######## cga_intr_cntlr_vecgen_prio ########
### src/rtl/cga_intr_pkg.sv
// Shared types and constants for the interrupt-controller vector generator.
// The candidate record packs both half-encoder results so they load atomically.
package cga_intr_pkg;

  localparam int CGA_INTR_LEVELS = 16;
  localparam int CGA_INTR_HALF   = 8;
  localparam int CGA_INTR_VEC_W  = 3;

  typedef enum logic [1:0] {
    ST_IDLE   = 2'd0,
    ST_SETTLE = 2'd1,
    ST_VALID  = 2'd2,
    ST_HOLD   = 2'd3
  } vg_state_e;

  typedef struct packed {
    logic [CGA_INTR_VEC_W-1:0] hivec;
    logic                      hif;
    logic [CGA_INTR_VEC_W-1:0] lovec;
    logic                      lof;
  } cand_t;

  function automatic logic cand_found(input cand_t c);
    return c.hif | c.lof;
  endfunction

endpackage

### src/rtl/cga_intr_prio8.sv
// 8-to-3 priority encoder: highest set request wins; vec is 0 when nothing is found.
module cga_intr_prio8
  import cga_intr_pkg::*;
(
  input  logic [CGA_INTR_HALF-1:0]  req,
  output logic [CGA_INTR_VEC_W-1:0] vec,
  output logic                      found
);

  always_comb begin
    // NOTE: every output gets a default before the loop so no path leaves a latch.
    vec   = '0;
    found = 1'b0;
    for (int i = 0; i < CGA_INTR_HALF; i++) begin
      if (req[i]) begin
        vec   = CGA_INTR_VEC_W'(i);
        found = 1'b1;
      end
    end
  end

endmodule

### src/rtl/cga_intr_cntlr_vecgen_prio.sv
// Masked, priority-encoded and debounced interrupt vector candidate for the VECGEN status stage.
// Optional program-level masking is enabled by defining CGA_INTR_VECGEN_PIL_MASK_EN.
module cga_intr_cntlr_vecgen_prio
  import cga_intr_pkg::*;
#(
  parameter int SETTLE_CYCLES = 2,
  parameter int CNT_W         = 2
) (
  input  logic                       MCLK,
  input  logic                       RST_N,
  input  logic [CGA_INTR_LEVELS-1:0] PID_15_0,
  input  logic [CGA_INTR_LEVELS-1:0] PIE_15_0,
  input  logic [3:0]                 PIL_3_0,
  input  logic                       FREEZE,
  output logic [CGA_INTR_VEC_W-1:0]  HIVEC_2_0,
  output logic [CGA_INTR_VEC_W-1:0]  LOVEC_2_0,
  output logic                       HIF,
  output logic                       LOF,
  output logic                       VALID,
  output logic                       VCHG
);

  logic [CGA_INTR_LEVELS-1:0] lvl_mask;
  logic [CGA_INTR_LEVELS-1:0] m_q;
  cand_t                      cand, cand_q, cand_d, out_q, out_d;
  vg_state_e                  state_q, state_d;
  logic [CNT_W-1:0]           cnt_q, cnt_d, cnt_inc;
  logic                       load;
  logic                       vchg_q;

`ifdef CGA_INTR_VECGEN_PIL_MASK_EN
  // Only levels strictly above the current program level may compete.
  always_comb begin
    lvl_mask = '0;
    for (int i = 0; i < CGA_INTR_LEVELS; i++) begin
      lvl_mask[i] = (i > int'(PIL_3_0));
    end
  end
`else
  logic unused_pil;
  assign lvl_mask   = '1;
  assign unused_pil = ^PIL_3_0;
`endif

  always_ff @(posedge MCLK or negedge RST_N) begin
    if (!RST_N) begin
      m_q <= '0;
    end else begin
      // NOTE: sequential state uses non-blocking assignments so every flop samples pre-edge values.
      m_q <= PID_15_0 & PIE_15_0 & lvl_mask;
    end
  end

  cga_intr_prio8 u_prio_hi (
    .req   (m_q[CGA_INTR_LEVELS-1:CGA_INTR_HALF]),
    .vec   (cand.hivec),
    .found (cand.hif)
  );

  cga_intr_prio8 u_prio_lo (
    .req   (m_q[CGA_INTR_HALF-1:0]),
    .vec   (cand.lovec),
    .found (cand.lof)
  );

  assign cnt_inc = cnt_q + CNT_W'(1);

  always_comb begin
    state_d = state_q;
    cand_d  = cand_q;
    cnt_d   = cnt_q;
    out_d   = out_q;
    load    = 1'b0;
    unique case (state_q)
      ST_IDLE: begin
        if (cand != out_q && !FREEZE) begin
          cand_d  = cand;
          cnt_d   = '0;
          state_d = ST_SETTLE;
        end
      end
      ST_SETTLE: begin
        // Any movement of the candidate restarts the stability window.
        if (cand != cand_q) begin
          cand_d = cand;
          cnt_d  = '0;
        end else if (!FREEZE) begin
          if (cnt_inc == CNT_W'(SETTLE_CYCLES)) begin
            out_d   = cand_q;
            load    = 1'b1;
            cnt_d   = '0;
            state_d = cand_found(cand_q) ? ST_VALID : ST_IDLE;
          end else begin
            cnt_d = cnt_inc;
          end
        end
      end
      ST_VALID: begin
        if (FREEZE) begin
          state_d = ST_HOLD;
        end else if (cand != out_q) begin
          cand_d  = cand;
          cnt_d   = '0;
          state_d = ST_SETTLE;
        end
      end
      ST_HOLD: begin
        if (!FREEZE) state_d = ST_VALID;
      end
      default: state_d = ST_IDLE;
    endcase
  end

  always_ff @(posedge MCLK or negedge RST_N) begin
    if (!RST_N) begin
      state_q <= ST_IDLE;
      cand_q  <= '0;
      cnt_q   <= '0;
      out_q   <= '0;
      vchg_q  <= 1'b0;
    end else begin
      state_q <= state_d;
      cand_q  <= cand_d;
      cnt_q   <= cnt_d;
      out_q   <= out_d;
      vchg_q  <= load;
    end
  end

  assign HIVEC_2_0 = out_q.hivec;
  assign HIF       = out_q.hif;
  assign LOVEC_2_0 = out_q.lovec;
  assign LOF       = out_q.lof;
  assign VALID     = cand_found(out_q);
  assign VCHG      = vchg_q;

endmodule
### config.mk
export PLATFORM = sky130hd
export DESIGN_NAME = cga_intr_cntlr_vecgen_prio
export DESIGN_NICKNAME = d
export VERILOG_FILES = /design/src/rtl/cga_intr_pkg.sv /design/src/rtl/cga_intr_prio8.sv /design/src/rtl/cga_intr_cntlr_vecgen_prio.sv
export SDC_FILE = /design/constraint.sdc
export NUM_CORES = 1
export LEC_CHECK = 0
export CAP_MARGIN = 20
export CORE_MARGIN = 4
export CORE_UTILIZATION = 40
export CTS_CLUSTER_SIZE = 20
export DETAILED_ROUTE_END_ITERATION = 12
export PLACE_DENSITY_LB_ADDON = 0.05
export REMOVE_ABC_BUFFERS = 1
export SETUP_SLACK_MARGIN = 0.02
export SYNTH_ARGS = -nofsm -noshare
export SYNTH_HDL_FRONTEND = slang
export SYNTH_SLANG_ARGS = --single-unit
### constraint.sdc
create_clock -name MCLK -period 3.2 [get_ports MCLK]
set_input_delay 0.64 -clock MCLK [delete_from_list [all_inputs] [get_ports MCLK]]
set_output_delay 0.64 -clock MCLK [all_outputs]
set_load 0.03 [all_outputs]
######## risc_cpu_param ########
[config.mk]
export PLATFORM = sky130hd
export DESIGN_NAME = risc_cpu_param
export DESIGN_NICKNAME = d
export VERILOG_FILES = /design/src/rtl/risc_cpu_pkg.sv /design/src/rtl/risc_alu.sv /design/src/rtl/risc_cpu_param.sv
export SDC_FILE = /design/constraint.sdc
export NUM_CORES = 1
export LEC_CHECK = 0
export ABC_CLOCK_PERIOD_IN_PS = 3200
export CORE_MARGIN = 3
export CORE_UTILIZATION = 35
export DETAILED_ROUTE_END_ITERATION = 7
export GPL_ROUTABILITY_DRIVEN = 0
export PLACE_DENSITY = 0.68
export SYNTH_ARGS = -nofsm -noshare
export SYNTH_HDL_FRONTEND = slang
export SYNTH_SLANG_ARGS = --single-unit
[constraint.sdc]
create_clock -name clk -period 3.2 [get_ports clk]
set_input_delay 0.96 -clock clk [delete_from_list [all_inputs] [get_ports clk]]
set_output_delay 0.96 -clock clk [all_outputs]
set_load 0.01 [all_outputs]
[src/rtl/risc_cpu_pkg.sv]
// risc_cpu_pkg
// Shared definitions for the parametrised accumulator CPU:
//   - 3-bit opcode constants
//   - FSM state enum (IDLE, FETCH, DECODE, EXEC, HALT)
//   - ALU operation select codes
//   - helper telling which opcodes need a second memory access
package risc_cpu_pkg;

    localparam logic [2:0] OP_HLT = 3'b000;
    localparam logic [2:0] OP_LDA = 3'b001;
    localparam logic [2:0] OP_STA = 3'b010;
    localparam logic [2:0] OP_ADD = 3'b011;
    localparam logic [2:0] OP_SUB = 3'b100;
    localparam logic [2:0] OP_JMP = 3'b101;
    localparam logic [2:0] OP_JZ  = 3'b110;
    localparam logic [2:0] OP_NEG = 3'b111;

    typedef enum logic [2:0] {
        IDLE,
        FETCH,
        DECODE,
        EXEC,
        HALT
    } state_t;

    localparam logic [1:0] ALU_PASS = 2'd0;
    localparam logic [1:0] ALU_ADD  = 2'd1;
    localparam logic [1:0] ALU_SUB  = 2'd2;
    localparam logic [1:0] ALU_NEG  = 2'd3;

    // Opcodes that touch memory a second time (operand access in EXEC).
    function automatic logic needs_exec(input logic [2:0] op);
        return (op == OP_LDA) || (op == OP_STA) || (op == OP_ADD) || (op == OP_SUB);
    endfunction

endpackage

[src/rtl/risc_alu.sv]
// risc_alu
// Combinational DATA_W-wide ALU for the accumulator CPU.
// Ports:
//   op  in  2       operation select (ALU_PASS/ADD/SUB/NEG)
//   a   in  DATA_W  accumulator operand
//   b   in  DATA_W  memory operand
//   y   out DATA_W  result, modulo 2^DATA_W
//   co  out 1       carry out (ADD) or unsigned borrow (SUB); 0 otherwise
module risc_alu
    import risc_cpu_pkg::*;
#(
    parameter int DATA_W = 8
) (
    input  logic [1:0]        op,
    input  logic [DATA_W-1:0] a,
    input  logic [DATA_W-1:0] b,
    output logic [DATA_W-1:0] y,
    output logic              co
);

    localparam logic [DATA_W-1:0] ONE = {{(DATA_W-1){1'b0}}, 1'b1};

    always_comb begin
        y  = b;
        co = 1'b0;
        case (op)
            ALU_ADD: {co, y} = {1'b0, a} + {1'b0, b};
            ALU_SUB: begin
                y  = a - b;
                co = (b > a);
            end
            ALU_NEG: y = ~a + ONE;
            default: y = b;
        endcase
    end

endmodule

[src/rtl/risc_cpu_param.sv]
// risc_cpu_param
// Parametrised accumulator CPU core driving a single-port memory with a
// mem_ready wait-state handshake.
// Ports:
//   clk        in   1       system clock, rising edge
//   clr        in   1       asynchronous active-high reset
//   read       out  1       memory read request
//   write      out  1       memory write request
//   address    out  ADDR_W  memory address
//   memoryOut  in   DATA_W  read data (combinational from address)
//   memoryIn   out  DATA_W  write data, always the accumulator
//   mem_ready  in   1       access completes on an edge with mem_ready=1
//   acc        out  DATA_W  accumulator
//   carry      out  1       carry/borrow flag
//   halted     out  1       core is in HALT
module risc_cpu_param
    import risc_cpu_pkg::*;
#(
    parameter int DATA_W = 8,
    parameter int ADDR_W = 4
) (
    input  logic              clk,
    input  logic              clr,
    output logic              read,
    output logic              write,
    output logic [ADDR_W-1:0] address,
    input  logic [DATA_W-1:0] memoryOut,
    output logic [DATA_W-1:0] memoryIn,
    input  logic              mem_ready,
    output logic [DATA_W-1:0] acc,
    output logic              carry,
    output logic              halted
);

    if (DATA_W < ADDR_W + 3) begin : g_bad_params
        $error("risc_cpu_param: DATA_W must be at least ADDR_W+3");
    end

    localparam logic [ADDR_W-1:0] PC_ONE = {{(ADDR_W-1){1'b0}}, 1'b1};

    state_t            state;
    logic [ADDR_W-1:0] pc;
    logic [DATA_W-1:0] ir;
    logic [DATA_W-1:0] acc_r;
    logic              c_r;

    logic [2:0]        opcode;
    logic [ADDR_W-1:0] opa;
    logic [1:0]        alu_op;
    logic [DATA_W-1:0] alu_y;
    logic              alu_c;

    assign opcode = ir[DATA_W-1 -: 3];
    assign opa    = ir[ADDR_W-1:0];

    // Bits between the opcode and operand fields carry no meaning.
    if (DATA_W > ADDR_W + 3) begin : g_gap
        logic unused_ir_gap;
        assign unused_ir_gap = ^ir[DATA_W-4:ADDR_W];
    end

    always_comb begin
        case (opcode)
            OP_ADD:  alu_op = ALU_ADD;
            OP_SUB:  alu_op = ALU_SUB;
            OP_NEG:  alu_op = ALU_NEG;
            default: alu_op = ALU_PASS;
        endcase
    end

    risc_alu #(.DATA_W(DATA_W)) u_alu (
        .op (alu_op),
        .a  (acc_r),
        .b  (memoryOut),
        .y  (alu_y),
        .co (alu_c)
    );

    // Bus outputs are a pure decode of state and IR, so an asynchronous
    // clr drops read/write immediately with the state register.
    always_comb begin
        read    = 1'b0;
        write   = 1'b0;
        address = pc;
        halted  = 1'b0;
        case (state)
            FETCH: read = 1'b1;
            EXEC: begin
                address = opa;
                if (opcode == OP_STA) write = 1'b1;
                else                  read  = 1'b1;
            end
            HALT:    halted = 1'b1;
            default: ;
        endcase
    end

    assign memoryIn = acc_r;
    assign acc      = acc_r;
    assign carry    = c_r;

    always_ff @(posedge clk or posedge clr) begin
        if (clr) begin
            state <= IDLE;
            pc    <= '0;
            ir    <= '0;
            acc_r <= '0;
            c_r   <= 1'b0;
        end else begin
            case (state)
                IDLE: state <= FETCH;
                FETCH: begin
                    if (mem_ready) begin
                        ir    <= memoryOut;
                        pc    <= pc + PC_ONE;
                        state <= DECODE;
                    end
                end
                DECODE: begin
                    if (opcode == OP_HLT) begin
                        state <= HALT;
                    end else if (needs_exec(opcode)) begin
                        state <= EXEC;
                    end else begin
                        // JMP, JZ and NEG complete without a memory access.
                        if (opcode == OP_JMP) pc <= opa;
                        if (opcode == OP_JZ && acc_r == '0) pc <= opa;
                        if (opcode == OP_NEG) acc_r <= alu_y;
                        state <= FETCH;
                    end
                end
                EXEC: begin
                    if (mem_ready) begin
                        // STA's data is taken by memory on this same edge.
                        if (opcode != OP_STA) acc_r <= alu_y;
                        if (opcode == OP_ADD || opcode == OP_SUB) c_r <= alu_c;
                        state <= FETCH;
                    end
                end
                HALT:    state <= HALT;
                default: state <= IDLE;
            endcase
        end
    end

endmodule
Figure 1. I/O pins on the die edge (cga_intr_cntlr_vecgen_prio).
Pins as bars across the die edge, other pins in gray.
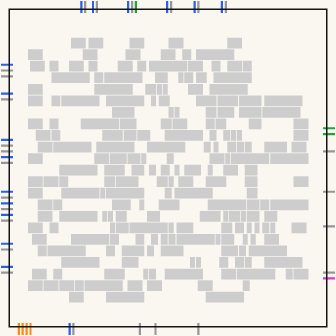
| color | port | pins | direction | edge |
|---|---|---|---|---|
| magenta | `VCHG` | 1 | output | right |
| blue | `PIE_15_0` | 16 | input | 9 left, 6 top, 1 bottom |
| green | `LOVEC_2_0` | 3 | output | 2 right, 1 top |
| orange | `PIL_3_0` | 4 | input | bottom |
all pins by edge: 20 left, 13 top, 9 bottom, 7 right

==> deck_impl_summary.md, cga_intr_cntlr_vecgen_prio <==
Physical Implementation Snapshot

Run status
  • Status: complete, no violations

Layout
  • Clkbuf count: 7
  • Area Overhead vs Synth: 34.4%
  • Top flop regs: m_q: 16 flops, cand_q: 8 flops

Power
  • Clock Power: 0.355 mW
  • Pint: 0.780 mW
  • Sequential power: 0.521 mW
  • Pwr Density: 434 nW/µm²

Die
  • Die span in y: 74.4 µm
  • Core area: 4140 µm²

Global route
  • Most used routing layer: met2
  • Vias in the first global route: 1,322

STA
  • Final min period: 3.06 ns
  • RSZ-0062 raised after global routing: no
  • Cycle use final: 95.7%

Worst setup path
  • Critical Path End: HIVEC_2_0[2]

Drt
  • Metal-1 WL: 1480 µm

Synthesis
  • Synth Area per Inst: 11.2 µm²
  • And+or+nand+nor area frac: 19.8%
  • Mux area share: 12.0%
  • XORs/XNORs by Area: 2.98%
  • Async set-reset flop share out of synthesis: 100%
  • Post-Syn Area: 1770 µm²

CTS
  • Hold-fix buffers, CTS: 0

Placement
  • Port bufs: 44
  • Place WS: 0.137 ns
Figure 2. Sequential cells grouped by signal name (risc_cpu_param).
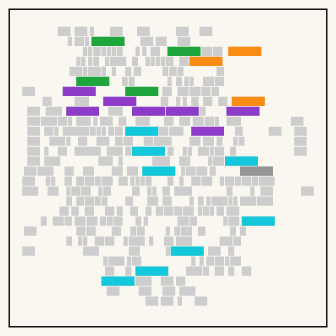
| color | signal | flops |
|---|---|---|
| cyan | `acc` | 8 |
| orange | `state` | 3 |
| green | `pc` | 4 |
| purple | `ir` | 7 |

==> deck_impl_summary.md, risc_cpu_param <==
Physical Implementation Snapshot

Layout
  • Antenna cells: 0

Run status
  • Status: complete, no violations

Power
  • Clock network fraction of total power: 6.4%
  • P_comb: 2.04 mW
  • Net Sw Power: 1.41 mW

CTS
  • H-tree level count: 1

Worst setup path
  • Critical Path End: acc[5]
  • RR Startpoint: acc[0]
  • CP Cell Sequence: clkdlybuf4s50_1 > inv_1 > ha_1 > nor2_1 > a221oi_1 > buf_4 > o31ai_1 > o32ai_1 > a211oi_2 > o31ai_1
  • Reg2reg path depth: 10

Global route
  • Total global-route track usage: 16.4%

Synthesis
  • Top FF cell, synth: dfrtp_1
  • Post-synth area hogs: dfrtp_1 (26%), ha_1 (10%), nand2_1 (5.4%)
  • Post-Syn Area: 2240 µm²
  • Compound-Gate Fraction of Synth Area: 25.9%

STA
  • Hold Slack: 0.546 ns
  • Worst-Margin Slew: 0.751 ns

Placement
  • Post-DP HPWL: 4570 µm

######## axi_rd_arbiter ########
Figure 3. Signal wires by layer (axi_rd_arbiter).
Two of the layers only.
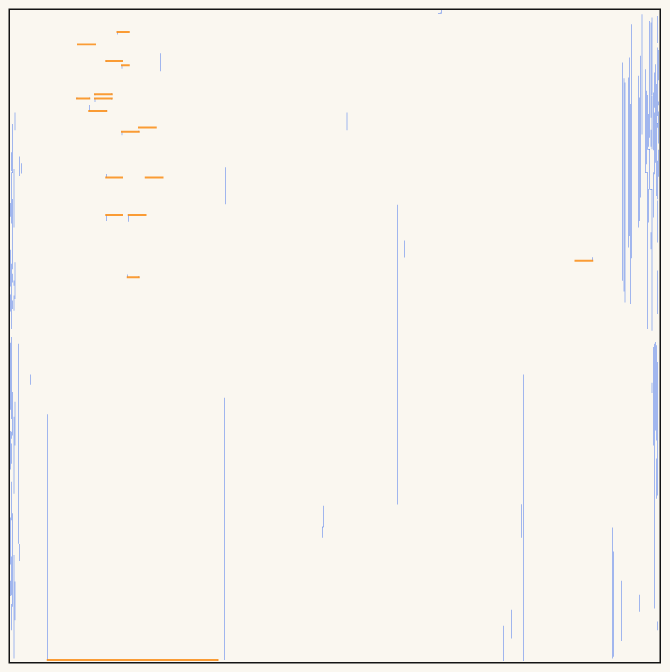

### config.mk
export PLATFORM = sky130hd
export DESIGN_NAME = axi_rd_arbiter
export DESIGN_NICKNAME = d
export VERILOG_FILES = /design/src/rtl/axi_rd_arbiter_pkg.sv /design/src/rtl/axi_rd_arbiter_rr_pick.sv /design/src/rtl/axi_rd_arbiter.sv
export SDC_FILE = /design/constraint.sdc
export NUM_CORES = 1
export LEC_CHECK = 0
export ABC_AREA = 1
export CORE_AREA = 8 8 523 525
export CTS_CLUSTER_SIZE = 40
export DETAILED_ROUTE_END_ITERATION = 8
export DIE_AREA = 0 0 531 533
export GPL_ROUTABILITY_DRIVEN = 0
export SYNTH_ARGS = -nofsm -noshare
export SYNTH_HDL_FRONTEND = slang
export SYNTH_SLANG_ARGS = --single-unit
export TNS_END_PERCENT = 10
### constraint.sdc
create_clock -name clk -period 4.5 [get_ports clk]
set_input_delay 1.35 -clock clk [delete_from_list [all_inputs] [get_ports clk]]
set_output_delay 1.35 -clock clk [all_outputs]
set_load 0.05 [all_outputs]
### src/rtl/axi_rd_arbiter_pkg.sv
// Shared constants and helpers for the PageRank AXI read arbiter.
package axi_rd_arbiter_pkg;

  localparam logic [2:0] AXI_SIZE_64B = 3'd6;
  localparam int         RD_ARB_CNT_W = 4;

  // Width of a requester index; never zero so single-requester builds still elaborate.
  function automatic int idx_w(input int n);
    return (n > 1) ? $clog2(n) : 1;
  endfunction

endpackage

### src/rtl/axi_rd_arbiter_rr_pick.sv
// Combinational round-robin picker: first eligible index after ptr, wrapping mod N_REQ.
module rr_pick
  import axi_rd_arbiter_pkg::*;
#(
  parameter int N_REQ = 3,
  parameter int IDX_W = idx_w(N_REQ)
) (
  input  logic [N_REQ-1:0] elig,
  input  logic [IDX_W-1:0] ptr,
  output logic [N_REQ-1:0] grant,
  output logic [IDX_W-1:0] grant_idx,
  output logic             any
);

  int idx;

  always_comb begin
    grant     = '0;
    grant_idx = '0;
    any       = 1'b0;
    idx       = 0;
    for (int k = 1; k <= N_REQ; k++) begin
      idx = (int'(ptr) + k) % N_REQ;
      if (!any && elig[idx]) begin
        any        = 1'b1;
        grant[idx] = 1'b1;
        grant_idx  = IDX_W'(idx);
      end
    end
  end

endmodule

### src/rtl/axi_rd_arbiter.sv
// Round-robin sharing of one AXI read channel between N_REQ requesters; ARID carries the
// requester index and returning beats are steered back by RID.
module axi_rd_arbiter
  import axi_rd_arbiter_pkg::*;
#(
  parameter int N_REQ   = 3,
  parameter int MAX_OUT = 4
) (
  input  logic                  clk,
  input  logic                  rst,
  input  logic [N_REQ-1:0]      req_valid,
  input  logic [64*N_REQ-1:0]   req_addr,
  input  logic [8*N_REQ-1:0]    req_len,
  output logic [N_REQ-1:0]      req_ready,
  output logic [N_REQ-1:0]      resp_valid,
  output logic [511:0]          resp_data,
  output logic                  resp_last,
  input  logic [N_REQ-1:0]      resp_ready,
  output logic                  err,
  output logic [15:0]           arid_m,
  output logic [63:0]           araddr_m,
  output logic [7:0]            arlen_m,
  output logic [2:0]            arsize_m,
  output logic                  arvalid_m,
  input  logic                  arready_m,
  input  logic [15:0]           rid_m,
  input  logic [511:0]          rdata_m,
  input  logic [1:0]            rresp_m,
  input  logic                  rlast_m,
  input  logic                  rvalid_m,
  output logic                  rready_m
);

  localparam int IDX_W = idx_w(N_REQ);

  logic [RD_ARB_CNT_W-1:0] out_cnt [N_REQ];
  logic [IDX_W-1:0]        ptr;
  logic [N_REQ-1:0]        elig, grant, inc, dec;
  logic [IDX_W-1:0]        pick_idx;
  logic                    any, slot_free, rid_ok, r_hs;
  logic [63:0]             sel_addr;
  logic [7:0]              sel_len;

  // Grant stage: eligibility, pick, and the fields the AR slot will load.
  always_comb begin
    elig     = '0;
    sel_addr = '0;
    sel_len  = '0;
    for (int i = 0; i < N_REQ; i++) begin
      elig[i] = req_valid[i] && (out_cnt[i] < RD_ARB_CNT_W'(MAX_OUT));
      if (grant[i]) begin
        sel_addr = req_addr[64*i +: 64];
        sel_len  = req_len[8*i +: 8];
      end
    end
  end

  rr_pick #(.N_REQ(N_REQ), .IDX_W(IDX_W)) u_pick (
    .elig      (elig),
    .ptr       (ptr),
    .grant     (grant),
    .grant_idx (pick_idx),
    .any       (any)
  );

  assign slot_free = !arvalid_m || arready_m;
  assign req_ready = slot_free ? grant : '0;
  assign arsize_m  = AXI_SIZE_64B;

  // AR slot register.
  always_ff @(posedge clk) begin
    if (rst) begin
      arvalid_m <= 1'b0;
      arid_m    <= '0;
      araddr_m  <= '0;
      arlen_m   <= '0;
      ptr       <= IDX_W'(N_REQ - 1);
    end else if (slot_free) begin
      arvalid_m <= any;
      if (any) begin
        arid_m   <= 16'(pick_idx);
        araddr_m <= sel_addr;
        arlen_m  <= sel_len;
        ptr      <= pick_idx;
      end
    end
  end

  // R routing: steer the beat by RID, drop unknown IDs with rready held high.
  assign resp_data = rdata_m;
  assign resp_last = rlast_m;

  always_comb begin
    resp_valid = '0;
    rid_ok     = 1'b0;
    rready_m   = 1'b0;
    for (int i = 0; i < N_REQ; i++) begin
      if (rid_m == 16'(i)) begin
        rid_ok        = 1'b1;
        resp_valid[i] = rvalid_m;
        rready_m      = rvalid_m && resp_ready[i];
      end
    end
    if (!rid_ok) rready_m = rvalid_m;
  end

  assign r_hs = rvalid_m && rready_m;

  // Outstanding counters; a last beat on an idle counter belongs to a pre-reset burst.
  always_comb begin
    inc = '0;
    dec = '0;
    for (int i = 0; i < N_REQ; i++) begin
      inc[i] = slot_free && grant[i];
      dec[i] = r_hs && rlast_m && (rid_m == 16'(i)) && (out_cnt[i] != '0);
    end
  end

  always_ff @(posedge clk) begin
    for (int i = 0; i < N_REQ; i++) begin
      if (rst)                    out_cnt[i] <= '0;
      else if (inc[i] && !dec[i]) out_cnt[i] <= out_cnt[i] + 1'b1;
      else if (dec[i] && !inc[i]) out_cnt[i] <= out_cnt[i] - 1'b1;
    end
  end

  always_ff @(posedge clk) begin
    if (rst)                                   err <= 1'b0;
    else if (r_hs && (rresp_m != 2'b00 || !rid_ok)) err <= 1'b1;
  end

endmodule
######## divider ########
--- src/rtl/divider_pkg.sv ---
// Shared defines for the execute stage: ALU opcodes, the double-word bus
// width and the divider state encoding.
package divider_pkg;

   // Double-word bus carrying {HI, LO} results out of the multiply/divide unit.
   localparam int DWORD_W = 64;

   // Width of the divider step counter (enough for 32 steps plus headroom).
   localparam int DIV_CNT_W = 6;

   // ALU opcode constants consumed by the decode/execute stages.
   localparam logic [7:0] ALU_OP_NOP  = 8'b0000_0000;
   localparam logic [7:0] ALU_OP_ADD  = 8'b0010_0000;
   localparam logic [7:0] ALU_OP_SUB  = 8'b0010_0010;
   localparam logic [7:0] ALU_OP_MULT = 8'b0001_1000;
   localparam logic [7:0] ALU_OP_DIV  = 8'b0001_1010;
   localparam logic [7:0] ALU_OP_DIVU = 8'b0001_1011;

   // Divider control states.
   typedef enum logic [1:0] {
      DIV_IDLE = 2'b00,
      DIV_BUSY = 2'b01,
      DIV_DONE = 2'b10
   } div_state_t;

endpackage : divider_pkg

--- src/rtl/divider.sv ---
// Multi-cycle radix-2 restoring divider for DIV/DIVU.
// One quotient bit per clock; result on res = {remainder, quotient},
// announced by a one-cycle ready pulse. Divide-by-zero completes after one
// cycle with {dividend, all-ones}.
module divider
   import divider_pkg::*;
#(
   parameter int WIDTH = 32
) (
   input  logic               clk,
   input  logic               resetn,
   input  logic               start,
   input  logic               signed_div,
   input  logic [WIDTH-1:0]   opr1,
   input  logic [WIDTH-1:0]   opr2,
   input  logic               cancel,
   output logic               ready,
   output logic               busy,
   output logic [2*WIDTH-1:0] res
);

   localparam logic [DIV_CNT_W-1:0] LAST_STEP = DIV_CNT_W'(WIDTH - 1);

   div_state_t           state;
   logic [DIV_CNT_W-1:0] cnt;
   logic [WIDTH-1:0]     rem_q;     // partial remainder (magnitude)
   logic [WIDTH-1:0]     quo_q;     // dividend shifting out, quotient shifting in
   logic [WIDTH-1:0]     dsr_q;     // divisor magnitude
   logic                 q_neg_q;   // negate quotient at the end
   logic                 r_neg_q;   // negate remainder at the end

   logic                 opr1_neg;
   logic                 opr2_neg;
   logic [WIDTH-1:0]     opr1_mag;
   logic [WIDTH-1:0]     opr2_mag;
   logic [WIDTH:0]       shifted;
   logic [WIDTH:0]       trial;
   logic                 no_borrow;
   logic [WIDTH-1:0]     step_rem;
   logic [WIDTH-1:0]     step_quo;
   logic [WIDTH-1:0]     fin_rem;
   logic [WIDTH-1:0]     fin_quo;

   // Operand magnitudes, one restoring step and the final sign correction.
   always_comb begin
      // NOTE: every signal gets a value on every path through this block, so
      // no latch can be inferred; keep it that way when editing.
      opr1_neg  = signed_div & opr1[WIDTH-1];
      opr2_neg  = signed_div & opr2[WIDTH-1];
      opr1_mag  = opr1_neg ? (~opr1 + 1'b1) : opr1;
      opr2_mag  = opr2_neg ? (~opr2 + 1'b1) : opr2;

      // The partial remainder is always below the divisor, so after the
      // shift it fits in WIDTH+1 bits and one trial subtraction suffices.
      shifted   = {rem_q, quo_q[WIDTH-1]};
      trial     = shifted - {1'b0, dsr_q};
      no_borrow = ~trial[WIDTH];
      step_rem  = no_borrow ? trial[WIDTH-1:0] : shifted[WIDTH-1:0];
      step_quo  = {quo_q[WIDTH-2:0], no_borrow};

      fin_quo   = q_neg_q ? (~step_quo + 1'b1) : step_quo;
      fin_rem   = r_neg_q ? (~step_rem + 1'b1) : step_rem;
   end

   // Control FSM and datapath registers; ready, busy and res are registered.
   always_ff @(posedge clk) begin
      // NOTE: sequential state uses non-blocking assignments only, so every
      // register sees the pre-edge value of every other register.
      if (!resetn) begin
         // NOTE: reset is synchronous and clears the datapath too, so a
         // reset mid-division leaves no stale partial result behind.
         state   <= DIV_IDLE;
         ready   <= 1'b0;
         busy    <= 1'b0;
         res     <= '0;
         cnt     <= '0;
         rem_q   <= '0;
         quo_q   <= '0;
         dsr_q   <= '0;
         q_neg_q <= 1'b0;
         r_neg_q <= 1'b0;
      end else begin
         case (state)
            DIV_IDLE: begin
               ready <= 1'b0;
               busy  <= 1'b0;
               // cancel wins over start so a flushed request never launches.
               if (start && !cancel) begin
                  cnt     <= '0;
                  rem_q   <= '0;
                  quo_q   <= opr1_mag;
                  dsr_q   <= opr2_mag;
                  q_neg_q <= opr1_neg ^ opr2_neg;
                  r_neg_q <= opr1_neg;
                  busy    <= 1'b1;
                  if (opr2 == '0) begin
                     // Divide-by-zero: raw dividend in HI, all-ones in LO.
                     state <= DIV_DONE;
                     ready <= 1'b1;
                     res   <= {opr1, {WIDTH{1'b1}}};
                  end else begin
                     state <= DIV_BUSY;
                  end
               end
            end

            DIV_BUSY: begin
               if (cancel) begin
                  state <= DIV_IDLE;
                  busy  <= 1'b0;
                  ready <= 1'b0;
               end else begin
                  rem_q <= step_rem;
                  quo_q <= step_quo;
                  cnt   <= cnt + 1'b1;
                  if (cnt == LAST_STEP) begin
                     state <= DIV_DONE;
                     ready <= 1'b1;
                     res   <= {fin_rem, fin_quo};
                  end
               end
            end

            DIV_DONE: begin
               // Single-cycle result pulse; start here is ignored and
               // cancel leads to the same place.
               state <= DIV_IDLE;
               ready <= 1'b0;
               busy  <= 1'b0;
            end

            default: begin
               state <= DIV_IDLE;
               ready <= 1'b0;
               busy  <= 1'b0;
            end
         endcase
      end
   end

endmodule : divider

--- config.mk ---
export PLATFORM = sky130hd
export DESIGN_NAME = divider
export DESIGN_NICKNAME = d
export VERILOG_FILES = /design/src/rtl/divider_pkg.sv /design/src/rtl/divider.sv
export SDC_FILE = /design/constraint.sdc
export NUM_CORES = 1
export LEC_CHECK = 0
export CORE_MARGIN = 5
export CORE_UTILIZATION = 58
export CTS_CLUSTER_DIAMETER = 150
export DETAILED_ROUTE_END_ITERATION = 10
export PLACE_DENSITY = 0.91
export SLEW_MARGIN = 25
export SYNTH_ARGS = -nofsm -noshare
export SYNTH_HDL_FRONTEND = slang
export SYNTH_SLANG_ARGS = --single-unit
--- constraint.sdc ---
create_clock -name clk -period 6 [get_ports clk]
set_clock_uncertainty 0.1 [all_clocks]
set_input_delay 0.6 -clock clk [delete_from_list [all_inputs] [get_ports clk]]
set_output_delay 0.6 -clock clk [all_outputs]
set_load 0.03 [all_outputs]
######## sliding_puzzle_core ########
`src/rtl/puzzle_pkg.sv`:
```
// Shared definitions for the sliding-puzzle board engine.
//   - direction encodings used by user buttons and by the scrambler LFSR
//   - bit positions of the conditioned button pulse vector
//   - top-level state enum
//   - constant ceil(log2) helper and the LFSR feedback tap mask
package puzzle_pkg;

    localparam logic [1:0] DIR_UP    = 2'd0;
    localparam logic [1:0] DIR_DOWN  = 2'd1;
    localparam logic [1:0] DIR_LEFT  = 2'd2;
    localparam logic [1:0] DIR_RIGHT = 2'd3;

    localparam int BTN_UP       = 0;
    localparam int BTN_DOWN     = 1;
    localparam int BTN_LEFT     = 2;
    localparam int BTN_RIGHT    = 3;
    localparam int BTN_SCRAMBLE = 4;

    // Taps 16,14,13,11 of the 16-bit Fibonacci LFSR, as bit positions 15,13,12,10.
    localparam logic [15:0] LFSR_TAPS = 16'hB400;

    typedef enum logic {
        IDLE,
        SCRAMBLE
    } state_e;

    // Number of bits needed to hold values 0..value-1.
    function automatic int clog2(input int value);
        int result;
        result = 0;
        for (int v = value - 1; v > 0; v = v >> 1) begin
            result = result + 1;
        end
        return result;
    endfunction

endpackage

```
`src/rtl/bcd_counter.sv`:
```
// Saturating multi-digit BCD up-counter.
//   clk    in  system clock
//   rst_n  in  synchronous active-low reset (count -> 0)
//   inc    in  add one unless already all nines
//   clr    in  clear to zero (wins over inc)
//   bcd    out count, digit 0 in [3:0]
module bcd_counter
    import puzzle_pkg::*;
#(
    parameter int DIGITS = 4
) (
    input  logic                clk,
    input  logic                rst_n,
    input  logic                inc,
    input  logic                clr,
    output logic [4*DIGITS-1:0] bcd
);

    logic [4*DIGITS-1:0] bcd_q;
    logic [4*DIGITS-1:0] bcd_d;
    logic                carry;
    logic                all_nines;

    // Ripple a decimal carry from digit 0 upward; once every digit is 9 the
    // count holds instead of wrapping.
    always_comb begin
        bcd_d     = bcd_q;
        carry     = 1'b1;
        all_nines = 1'b1;
        for (int i = 0; i < DIGITS; i++) begin
            if (bcd_q[4*i +: 4] != 4'd9) begin
                all_nines = 1'b0;
            end
        end
        if (clr) begin
            bcd_d = '0;
        end else if (inc && !all_nines) begin
            for (int i = 0; i < DIGITS; i++) begin
                if (carry) begin
                    if (bcd_q[4*i +: 4] == 4'd9) begin
                        bcd_d[4*i +: 4] = 4'd0;
                    end else begin
                        bcd_d[4*i +: 4] = bcd_q[4*i +: 4] + 4'd1;
                        carry           = 1'b0;
                    end
                end
            end
        end
    end

    always_ff @(posedge clk) begin
        if (!rst_n) begin
            bcd_q <= '0;
        end else begin
            bcd_q <= bcd_d;
        end
    end

    assign bcd = bcd_q;

endmodule

```
`src/rtl/sliding_puzzle_core.sv`:
```
// N-puzzle board engine: holds the tile array, moves the blank on button
// pulses, counts legal moves in BCD, flags the solved layout and can
// self-scramble with LFSR-chosen moves.
//   clk        in  system clock
//   rst_n      in  synchronous active-low reset
//   btn        in  one-cycle pulses [0]up [1]down [2]left [3]right [4]scramble
//   rd_addr    in  cell index (row*SIDE+col) for display readout
//   rd_tile    out tile at rd_addr (0 = blank, 0 for indices past the board)
//   blank_pos  out current blank cell index
//   move_bcd   out legal user move count, BCD
//   solved     out board equals solved layout (one cycle behind the board)
//   busy       out high while scrambling
//   illegal    out one-cycle pulse when a user move hits the board edge
module sliding_puzzle_core
    import puzzle_pkg::*;
#(
    parameter  int          SIDE           = 3,
    parameter  int          CNT_DIGITS     = 4,
    parameter  int          SCRAMBLE_MOVES = 64,
    parameter  logic [15:0] LFSR_SEED      = 16'hACE1,
    localparam int          CELLS          = SIDE * SIDE,
    localparam int          AW             = clog2(CELLS),
    localparam int          TW             = AW
) (
    input  logic                  clk,
    input  logic                  rst_n,
    input  logic [4:0]            btn,
    input  logic [AW-1:0]         rd_addr,
    output logic [TW-1:0]         rd_tile,
    output logic [AW-1:0]         blank_pos,
    output logic [4*CNT_DIGITS-1:0] move_bcd,
    output logic                  solved,
    output logic                  busy,
    output logic                  illegal
);

    localparam int RW = clog2(SIDE);
    localparam int SW = clog2(SCRAMBLE_MOVES + 1);
    localparam logic [RW-1:0] LAST_RC = RW'(SIDE - 1);

    state_e              state_q,     state_d;
    logic [TW*CELLS-1:0] board_q,     board_d;
    logic [AW-1:0]       blank_pos_q, blank_pos_d;
    logic [RW-1:0]       blank_row_q, blank_row_d;
    logic [RW-1:0]       blank_col_q, blank_col_d;
    logic [15:0]         lfsr_q,      lfsr_d;
    logic [SW-1:0]       scr_cnt_q,   scr_cnt_d;
    logic                illegal_q,   illegal_d;
    logic                solved_q,    solved_d;

    logic [TW*CELLS-1:0] solved_board;
    logic                move_req;
    logic [1:0]          dir;
    logic                legal;
    logic [AW-1:0]       nb_pos;
    logic [RW-1:0]       nb_row;
    logic [RW-1:0]       nb_col;
    logic [TW-1:0]       nb_tile;
    logic                cnt_inc;
    logic                cnt_clr;

    // Solved layout: tiles 1..CELLS-1 in order with the blank in the last cell.
    always_comb begin
        solved_board = '0;
        for (int i = 0; i < CELLS - 1; i++) begin
            solved_board[i*TW +: TW] = TW'(i + 1);
        end
    end

    // Display readout mux; indices beyond the board read as blank.
    always_comb begin
        rd_tile = '0;
        for (int i = 0; i < CELLS; i++) begin
            if (AW'(i) == rd_addr) begin
                rd_tile = board_q[i*TW +: TW];
            end
        end
    end

    // Next-state logic. Pick one action per cycle (scramble first, then
    // up > down > left > right), check it against the tracked blank row/col
    // so no divider is needed, then swap the blank with its neighbour.
    always_comb begin
        state_d     = state_q;
        board_d     = board_q;
        blank_pos_d = blank_pos_q;
        blank_row_d = blank_row_q;
        blank_col_d = blank_col_q;
        lfsr_d      = {lfsr_q[14:0], ^(lfsr_q & LFSR_TAPS)};
        scr_cnt_d   = scr_cnt_q;
        illegal_d   = 1'b0;
        solved_d    = (board_q == solved_board);
        move_req    = 1'b0;
        dir         = DIR_UP;
        legal       = 1'b0;
        nb_pos      = blank_pos_q;
        nb_row      = blank_row_q;
        nb_col      = blank_col_q;
        nb_tile     = '0;
        cnt_inc     = 1'b0;
        cnt_clr     = 1'b0;

        case (state_q)
            IDLE: begin
                if (btn[BTN_SCRAMBLE]) begin
                    state_d   = SCRAMBLE;
                    scr_cnt_d = '0;
                end else if (btn[BTN_UP]) begin
                    move_req = 1'b1;
                    dir      = DIR_UP;
                end else if (btn[BTN_DOWN]) begin
                    move_req = 1'b1;
                    dir      = DIR_DOWN;
                end else if (btn[BTN_LEFT]) begin
                    move_req = 1'b1;
                    dir      = DIR_LEFT;
                end else if (btn[BTN_RIGHT]) begin
                    move_req = 1'b1;
                    dir      = DIR_RIGHT;
                end
            end
            SCRAMBLE: begin
                move_req = 1'b1;
                dir      = lfsr_q[1:0];
            end
            default: state_d = IDLE;
        endcase

        case (dir)
            DIR_UP: begin
                legal  = (blank_row_q != '0);
                nb_pos = blank_pos_q - AW'(SIDE);
                nb_row = blank_row_q - RW'(1);
            end
            DIR_DOWN: begin
                legal  = (blank_row_q != LAST_RC);
                nb_pos = blank_pos_q + AW'(SIDE);
                nb_row = blank_row_q + RW'(1);
            end
            DIR_LEFT: begin
                legal  = (blank_col_q != '0);
                nb_pos = blank_pos_q - AW'(1);
                nb_col = blank_col_q - RW'(1);
            end
            default: begin
                legal  = (blank_col_q != LAST_RC);
                nb_pos = blank_pos_q + AW'(1);
                nb_col = blank_col_q + RW'(1);
            end
        endcase

        for (int i = 0; i < CELLS; i++) begin
            if (AW'(i) == nb_pos) begin
                nb_tile = board_q[i*TW +: TW];
            end
        end

        if (move_req && legal) begin
            for (int i = 0; i < CELLS; i++) begin
                if (AW'(i) == blank_pos_q) begin
                    board_d[i*TW +: TW] = nb_tile;
                end
                if (AW'(i) == nb_pos) begin
                    board_d[i*TW +: TW] = '0;
                end
            end
            blank_pos_d = nb_pos;
            blank_row_d = nb_row;
            blank_col_d = nb_col;
            if (state_q == IDLE) begin
                cnt_inc = 1'b1;
            end else begin
                scr_cnt_d = scr_cnt_q + SW'(1);
                if (scr_cnt_q == SW'(SCRAMBLE_MOVES - 1)) begin
                    state_d = IDLE;
                    cnt_clr = 1'b1;
                end
            end
        end else if (move_req && (state_q == IDLE)) begin
            // Only user moves report a blocked edge; scrambler misses are silent.
            illegal_d = 1'b1;
        end
    end

    always_ff @(posedge clk) begin
        if (!rst_n) begin
            state_q     <= IDLE;
            board_q     <= solved_board;
            blank_pos_q <= AW'(CELLS - 1);
            blank_row_q <= LAST_RC;
            blank_col_q <= LAST_RC;
            lfsr_q      <= LFSR_SEED;
            scr_cnt_q   <= '0;
            illegal_q   <= 1'b0;
            solved_q    <= 1'b1;
        end else begin
            state_q     <= state_d;
            board_q     <= board_d;
            blank_pos_q <= blank_pos_d;
            blank_row_q <= blank_row_d;
            blank_col_q <= blank_col_d;
            lfsr_q      <= lfsr_d;
            scr_cnt_q   <= scr_cnt_d;
            illegal_q   <= illegal_d;
            solved_q    <= solved_d;
        end
    end

    bcd_counter #(
        .DIGITS(CNT_DIGITS)
    ) u_move_counter (
        .clk  (clk),
        .rst_n(rst_n),
        .inc  (cnt_inc),
        .clr  (cnt_clr),
        .bcd  (move_bcd)
    );

    assign blank_pos = blank_pos_q;
    assign solved    = solved_q;
    assign busy      = (state_q == SCRAMBLE);
    assign illegal   = illegal_q;

endmodule
```
`config.mk`:
```
export PLATFORM = sky130hd
export DESIGN_NAME = sliding_puzzle_core
export DESIGN_NICKNAME = d
export VERILOG_FILES = /design/src/rtl/puzzle_pkg.sv /design/src/rtl/bcd_counter.sv /design/src/rtl/sliding_puzzle_core.sv
export SDC_FILE = /design/constraint.sdc
export NUM_CORES = 1
export LEC_CHECK = 0
export CAP_MARGIN = 20
export CORE_UTILIZATION = 53
export CTS_BUF_LIST = sky130_fd_sc_hd__clkbuf_2 sky130_fd_sc_hd__clkbuf_4 sky130_fd_sc_hd__clkbuf_8
export CTS_CLUSTER_SIZE = 10
export DETAILED_ROUTE_END_ITERATION = 6
export PLACE_DENSITY = 0.75
export SYNTH_ARGS = -nofsm -noshare
export SYNTH_HDL_FRONTEND = slang
export SYNTH_SLANG_ARGS = --single-unit
```
`constraint.sdc`:
```
create_clock -name clk -period 5.8 [get_ports clk]
set_input_delay 1.45 -clock clk [delete_from_list [all_inputs] [get_ports clk]]
set_output_delay 1.45 -clock clk [all_outputs]
set_load 0.02 [all_outputs]
```

==> gallery <==
I/O pins on the die edge.
Pins as bars across the die edge, other pins in gray.
(a)
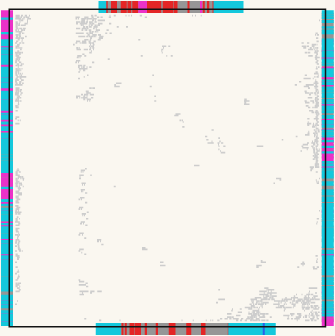
(b)
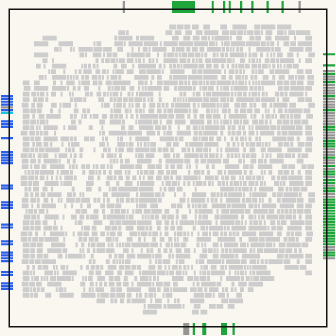
(c)
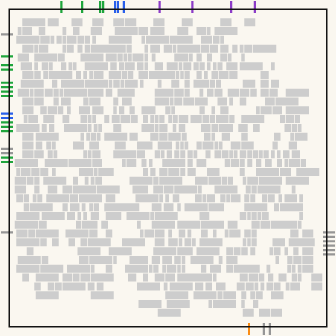
Of these, fewest pins: (c)
Of these, most pins: (a)
(b) comes from divider.
(a) comes from axi_rd_arbiter.
(c) comes from sliding_puzzle_core.

Key to (a):
| color | port | pins | direction | edge |
|---|---|---|---|---|
| magenta | `req_addr` | 192 | input | 131 left, 53 right, 8 top |
| blue | `rid_m` | 16 | input | bottom |
| red | `araddr_m` | 64 | output | 41 top, 23 bottom |
| cyan | `resp_data` | 512 | output | 176 left, 175 right, 98 bottom, 63 top |
all pins by edge: 390 right, 390 left, 327 bottom, 263 top

Figure 4. Routing congestion map (sliding_puzzle_core).
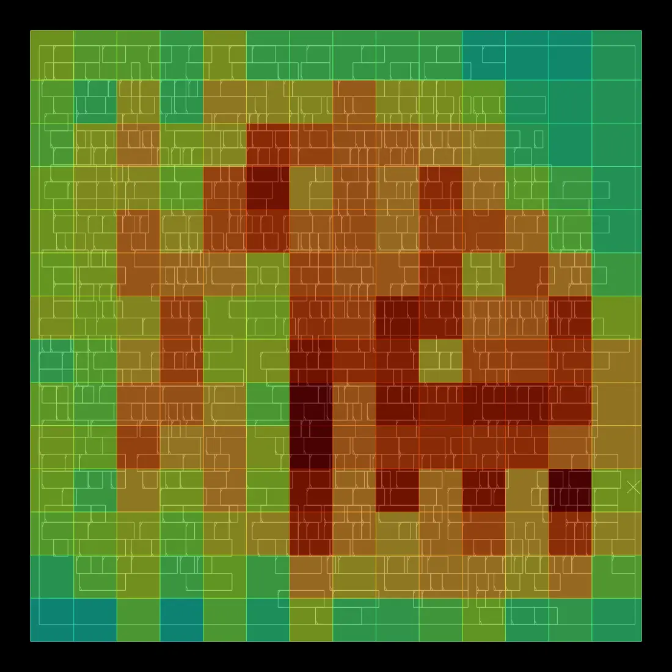
most used routing layer: met2
GRT met2 Usage: 49.2%

==> deck_impl_summary.md, sliding_puzzle_core <==
Physical Implementation Snapshot

Layout
  • Data buffer area share: 7.95%
  • Antenna cells: 0
  • Seq/total area: 31.3%

Synthesis
  • Number of cells in Yosys stat: 585
  • Syn Nets: 603
  • Synth Area in Adders: 2.38%
  • Mux area share: 4.73%
  • Yosys chip area: 4850 µm²

Die
  • Die span in y: 97.6 µm

STA
  • Final setup margin: 0.623 ns
  • Final min period: 5.18 ns
  • Final Hold Violating Endpoints: 0

Power
  • Pint: 1.32 mW
  • Switching share of power: 42.3%
  • Pleak: 2.01 nW

Worst setup path
  • CP top delay family: buffers and inverters
  • CP Buf/Inv Count: 2
  • CP arrival: 3.73 ns

Run status
  • Failing checks: DRC
  • Status: finished with violations

Drt
  • Metal-1 WL: 5690 µm
  • DRC: 1
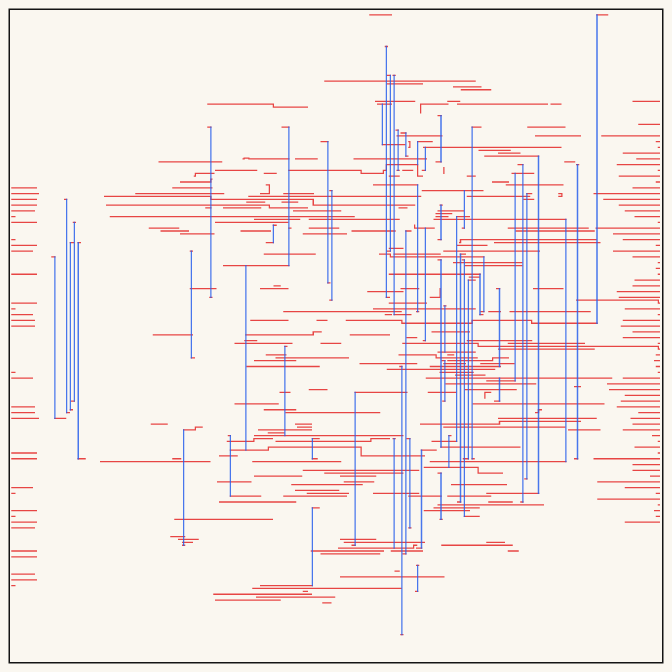
Figure 5: divider, signal wires by layer.
Two of the layers only.
| color | layer | wire length |
|---|---|---|
| blue | M4 | 1,940 µm |
| red | M3 | 3,420 µm |

==> deck_impl_summary.md, divider <==
Physical Implementation Snapshot

Global route
  • Initial antenna violation count: 0

Worst setup path
  • RR Startpoint: quo_q[31]
  • Flop2flop setup slack: 0.68 ns
  • Worst setup startpoint: quo_q[31]

Drt
  • Wire length per cell: 19.1 µm
  • Router iterations before antenna repair: 8

Run status
  • Status: complete, no violations

STA
  • Rel. slew slack: 33.4%
  • RSZ-0062 raised after global routing: no

Placement
  • Port bufs: 134
  • Post-DP HPWL: 27,900 µm

Layout
  • Data buffer area share: 10.7%
  • Layout cells sized above 1: 6.28%

Min path
  • Hold EP: dsr_q[22]

Die
  • FP Core Util: 59.1%

Job
  • # Max-Cap Violations: 0
Figure 6. Routing congestion map (axi_rd_arbiter).
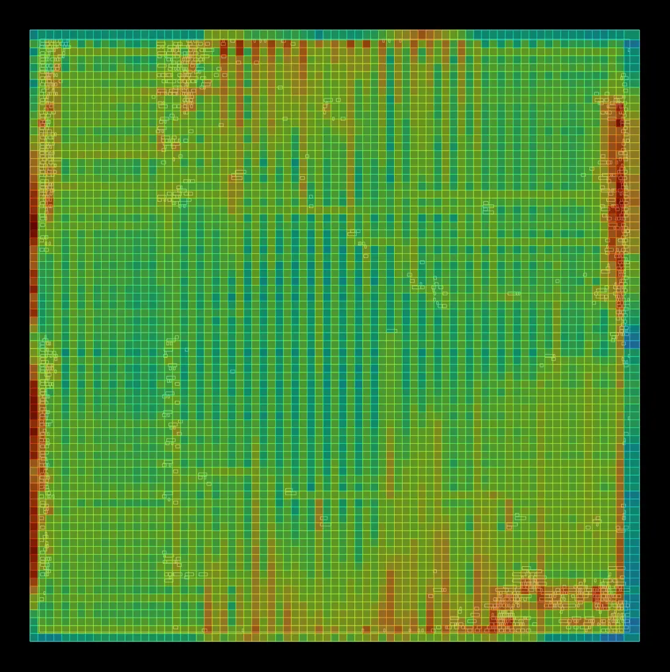
total global-route track usage: 13.0%
GR Layer Usage met3: 24.5%

Figure 7. Sequential cells grouped by signal name (axi_rd_arbiter).
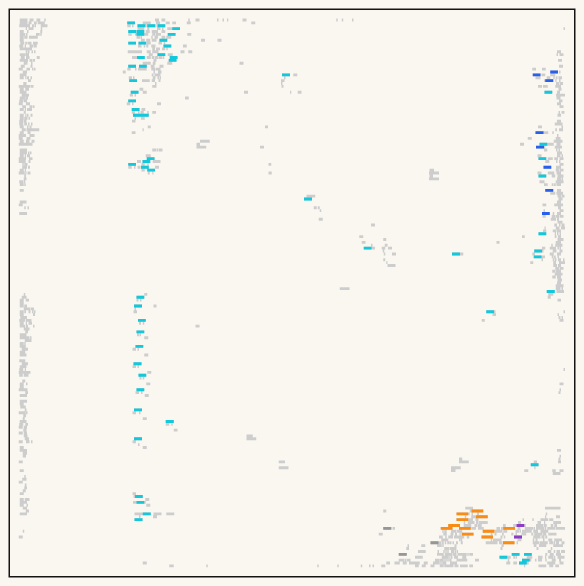
| color | signal | flops |
|---|---|---|
| purple | `ptr` | 2 |
| orange | `out_cnt` | 12 |
| blue | `arlen_m` | 8 |
| cyan | `araddr_m` | 64 |
not colored: 3

About Figure 3:
| color | layer | wire length |
|---|---|---|
| blue | M4 | 6,230 µm |
| orange | M5 | 336 µm |

==> deck_impl_summary.md, axi_rd_arbiter <==
Physical Implementation Snapshot

Run status
  • Status: complete, no violations

Synthesis
  • Dominant cell type by area after synthesis: buf_4
  • Dominant cell area share: 38.4%
  • Synth top cells by count: buf_4 (537), nand2_1 (258), a21oi_1 (115)

Layout
  • Clkbuf count: 9
  • Finished Layout Cells: 4,819

STA
  • Final setup margin: 0.151 ns

Die
  • I/O pin total: 1,370

Power
  • PnR Total Power: 10.1 mW
  • Pleak: 4.38 nW
  • Seq pwr share: 14.2%
  • Clock network fraction of total power: 10.1%
  • Net Sw Power: 6.24 mW
  • Switching share of power: 61.9%

Global route
  • Met1 usage: 5.71%
  • First-pass GRT wire length: 213,000 µm

Worst setup path
  • Reg-to-Reg End: araddr_m[33]
  • Reg2reg path depth: 15
  • Worst setup SP type: input pin

CTS
  • Root Driver: clkbuf_16
  • H-tree level count: 3

Drt
  • Iteration-0 DRC Markers: 399
  • Met3 routed WL: 77,300 µm


==> notes/layouts.md <==
Pictures saved along the way, in no particular order.

Routing congestion map.
picture 1
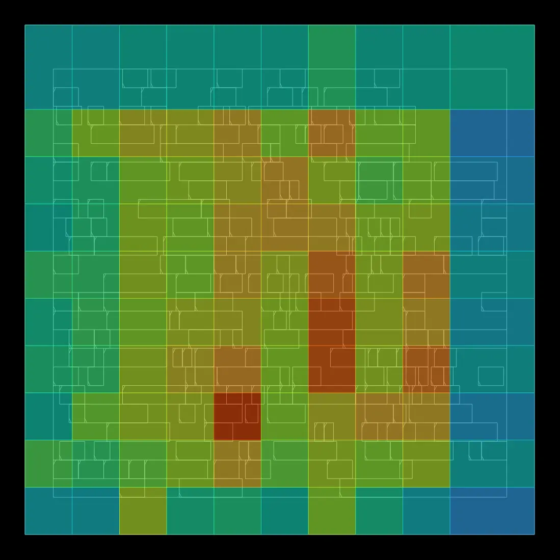
picture 2
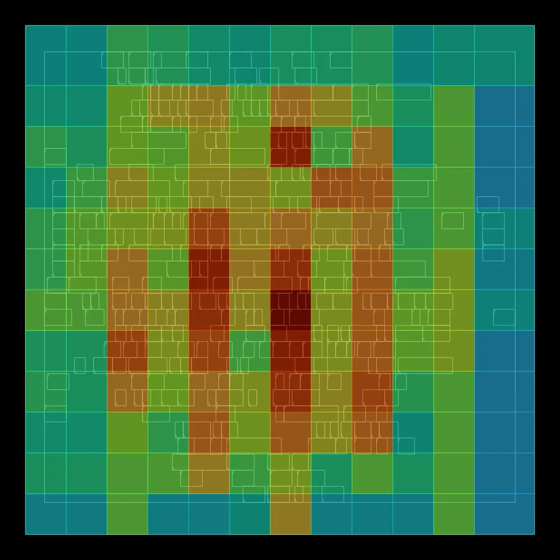
picture 3
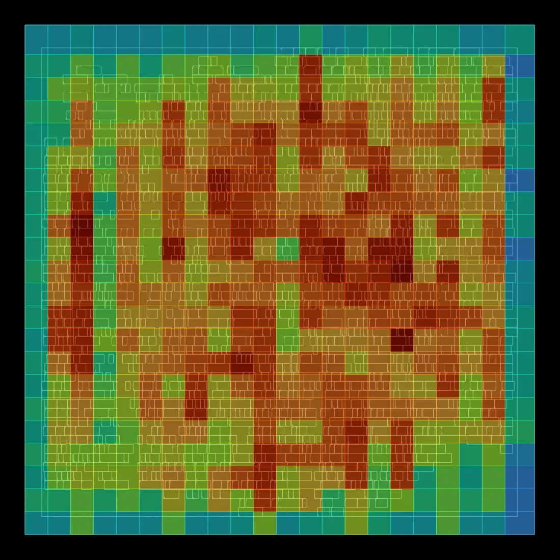
- highest track usage: picture 3
- highest utilization: picture 3
picture 3 -> divider
picture 1 -> cga_intr_cntlr_vecgen_prio
picture 2 -> risc_cpu_param

Power and IR drop assume default switching activity.
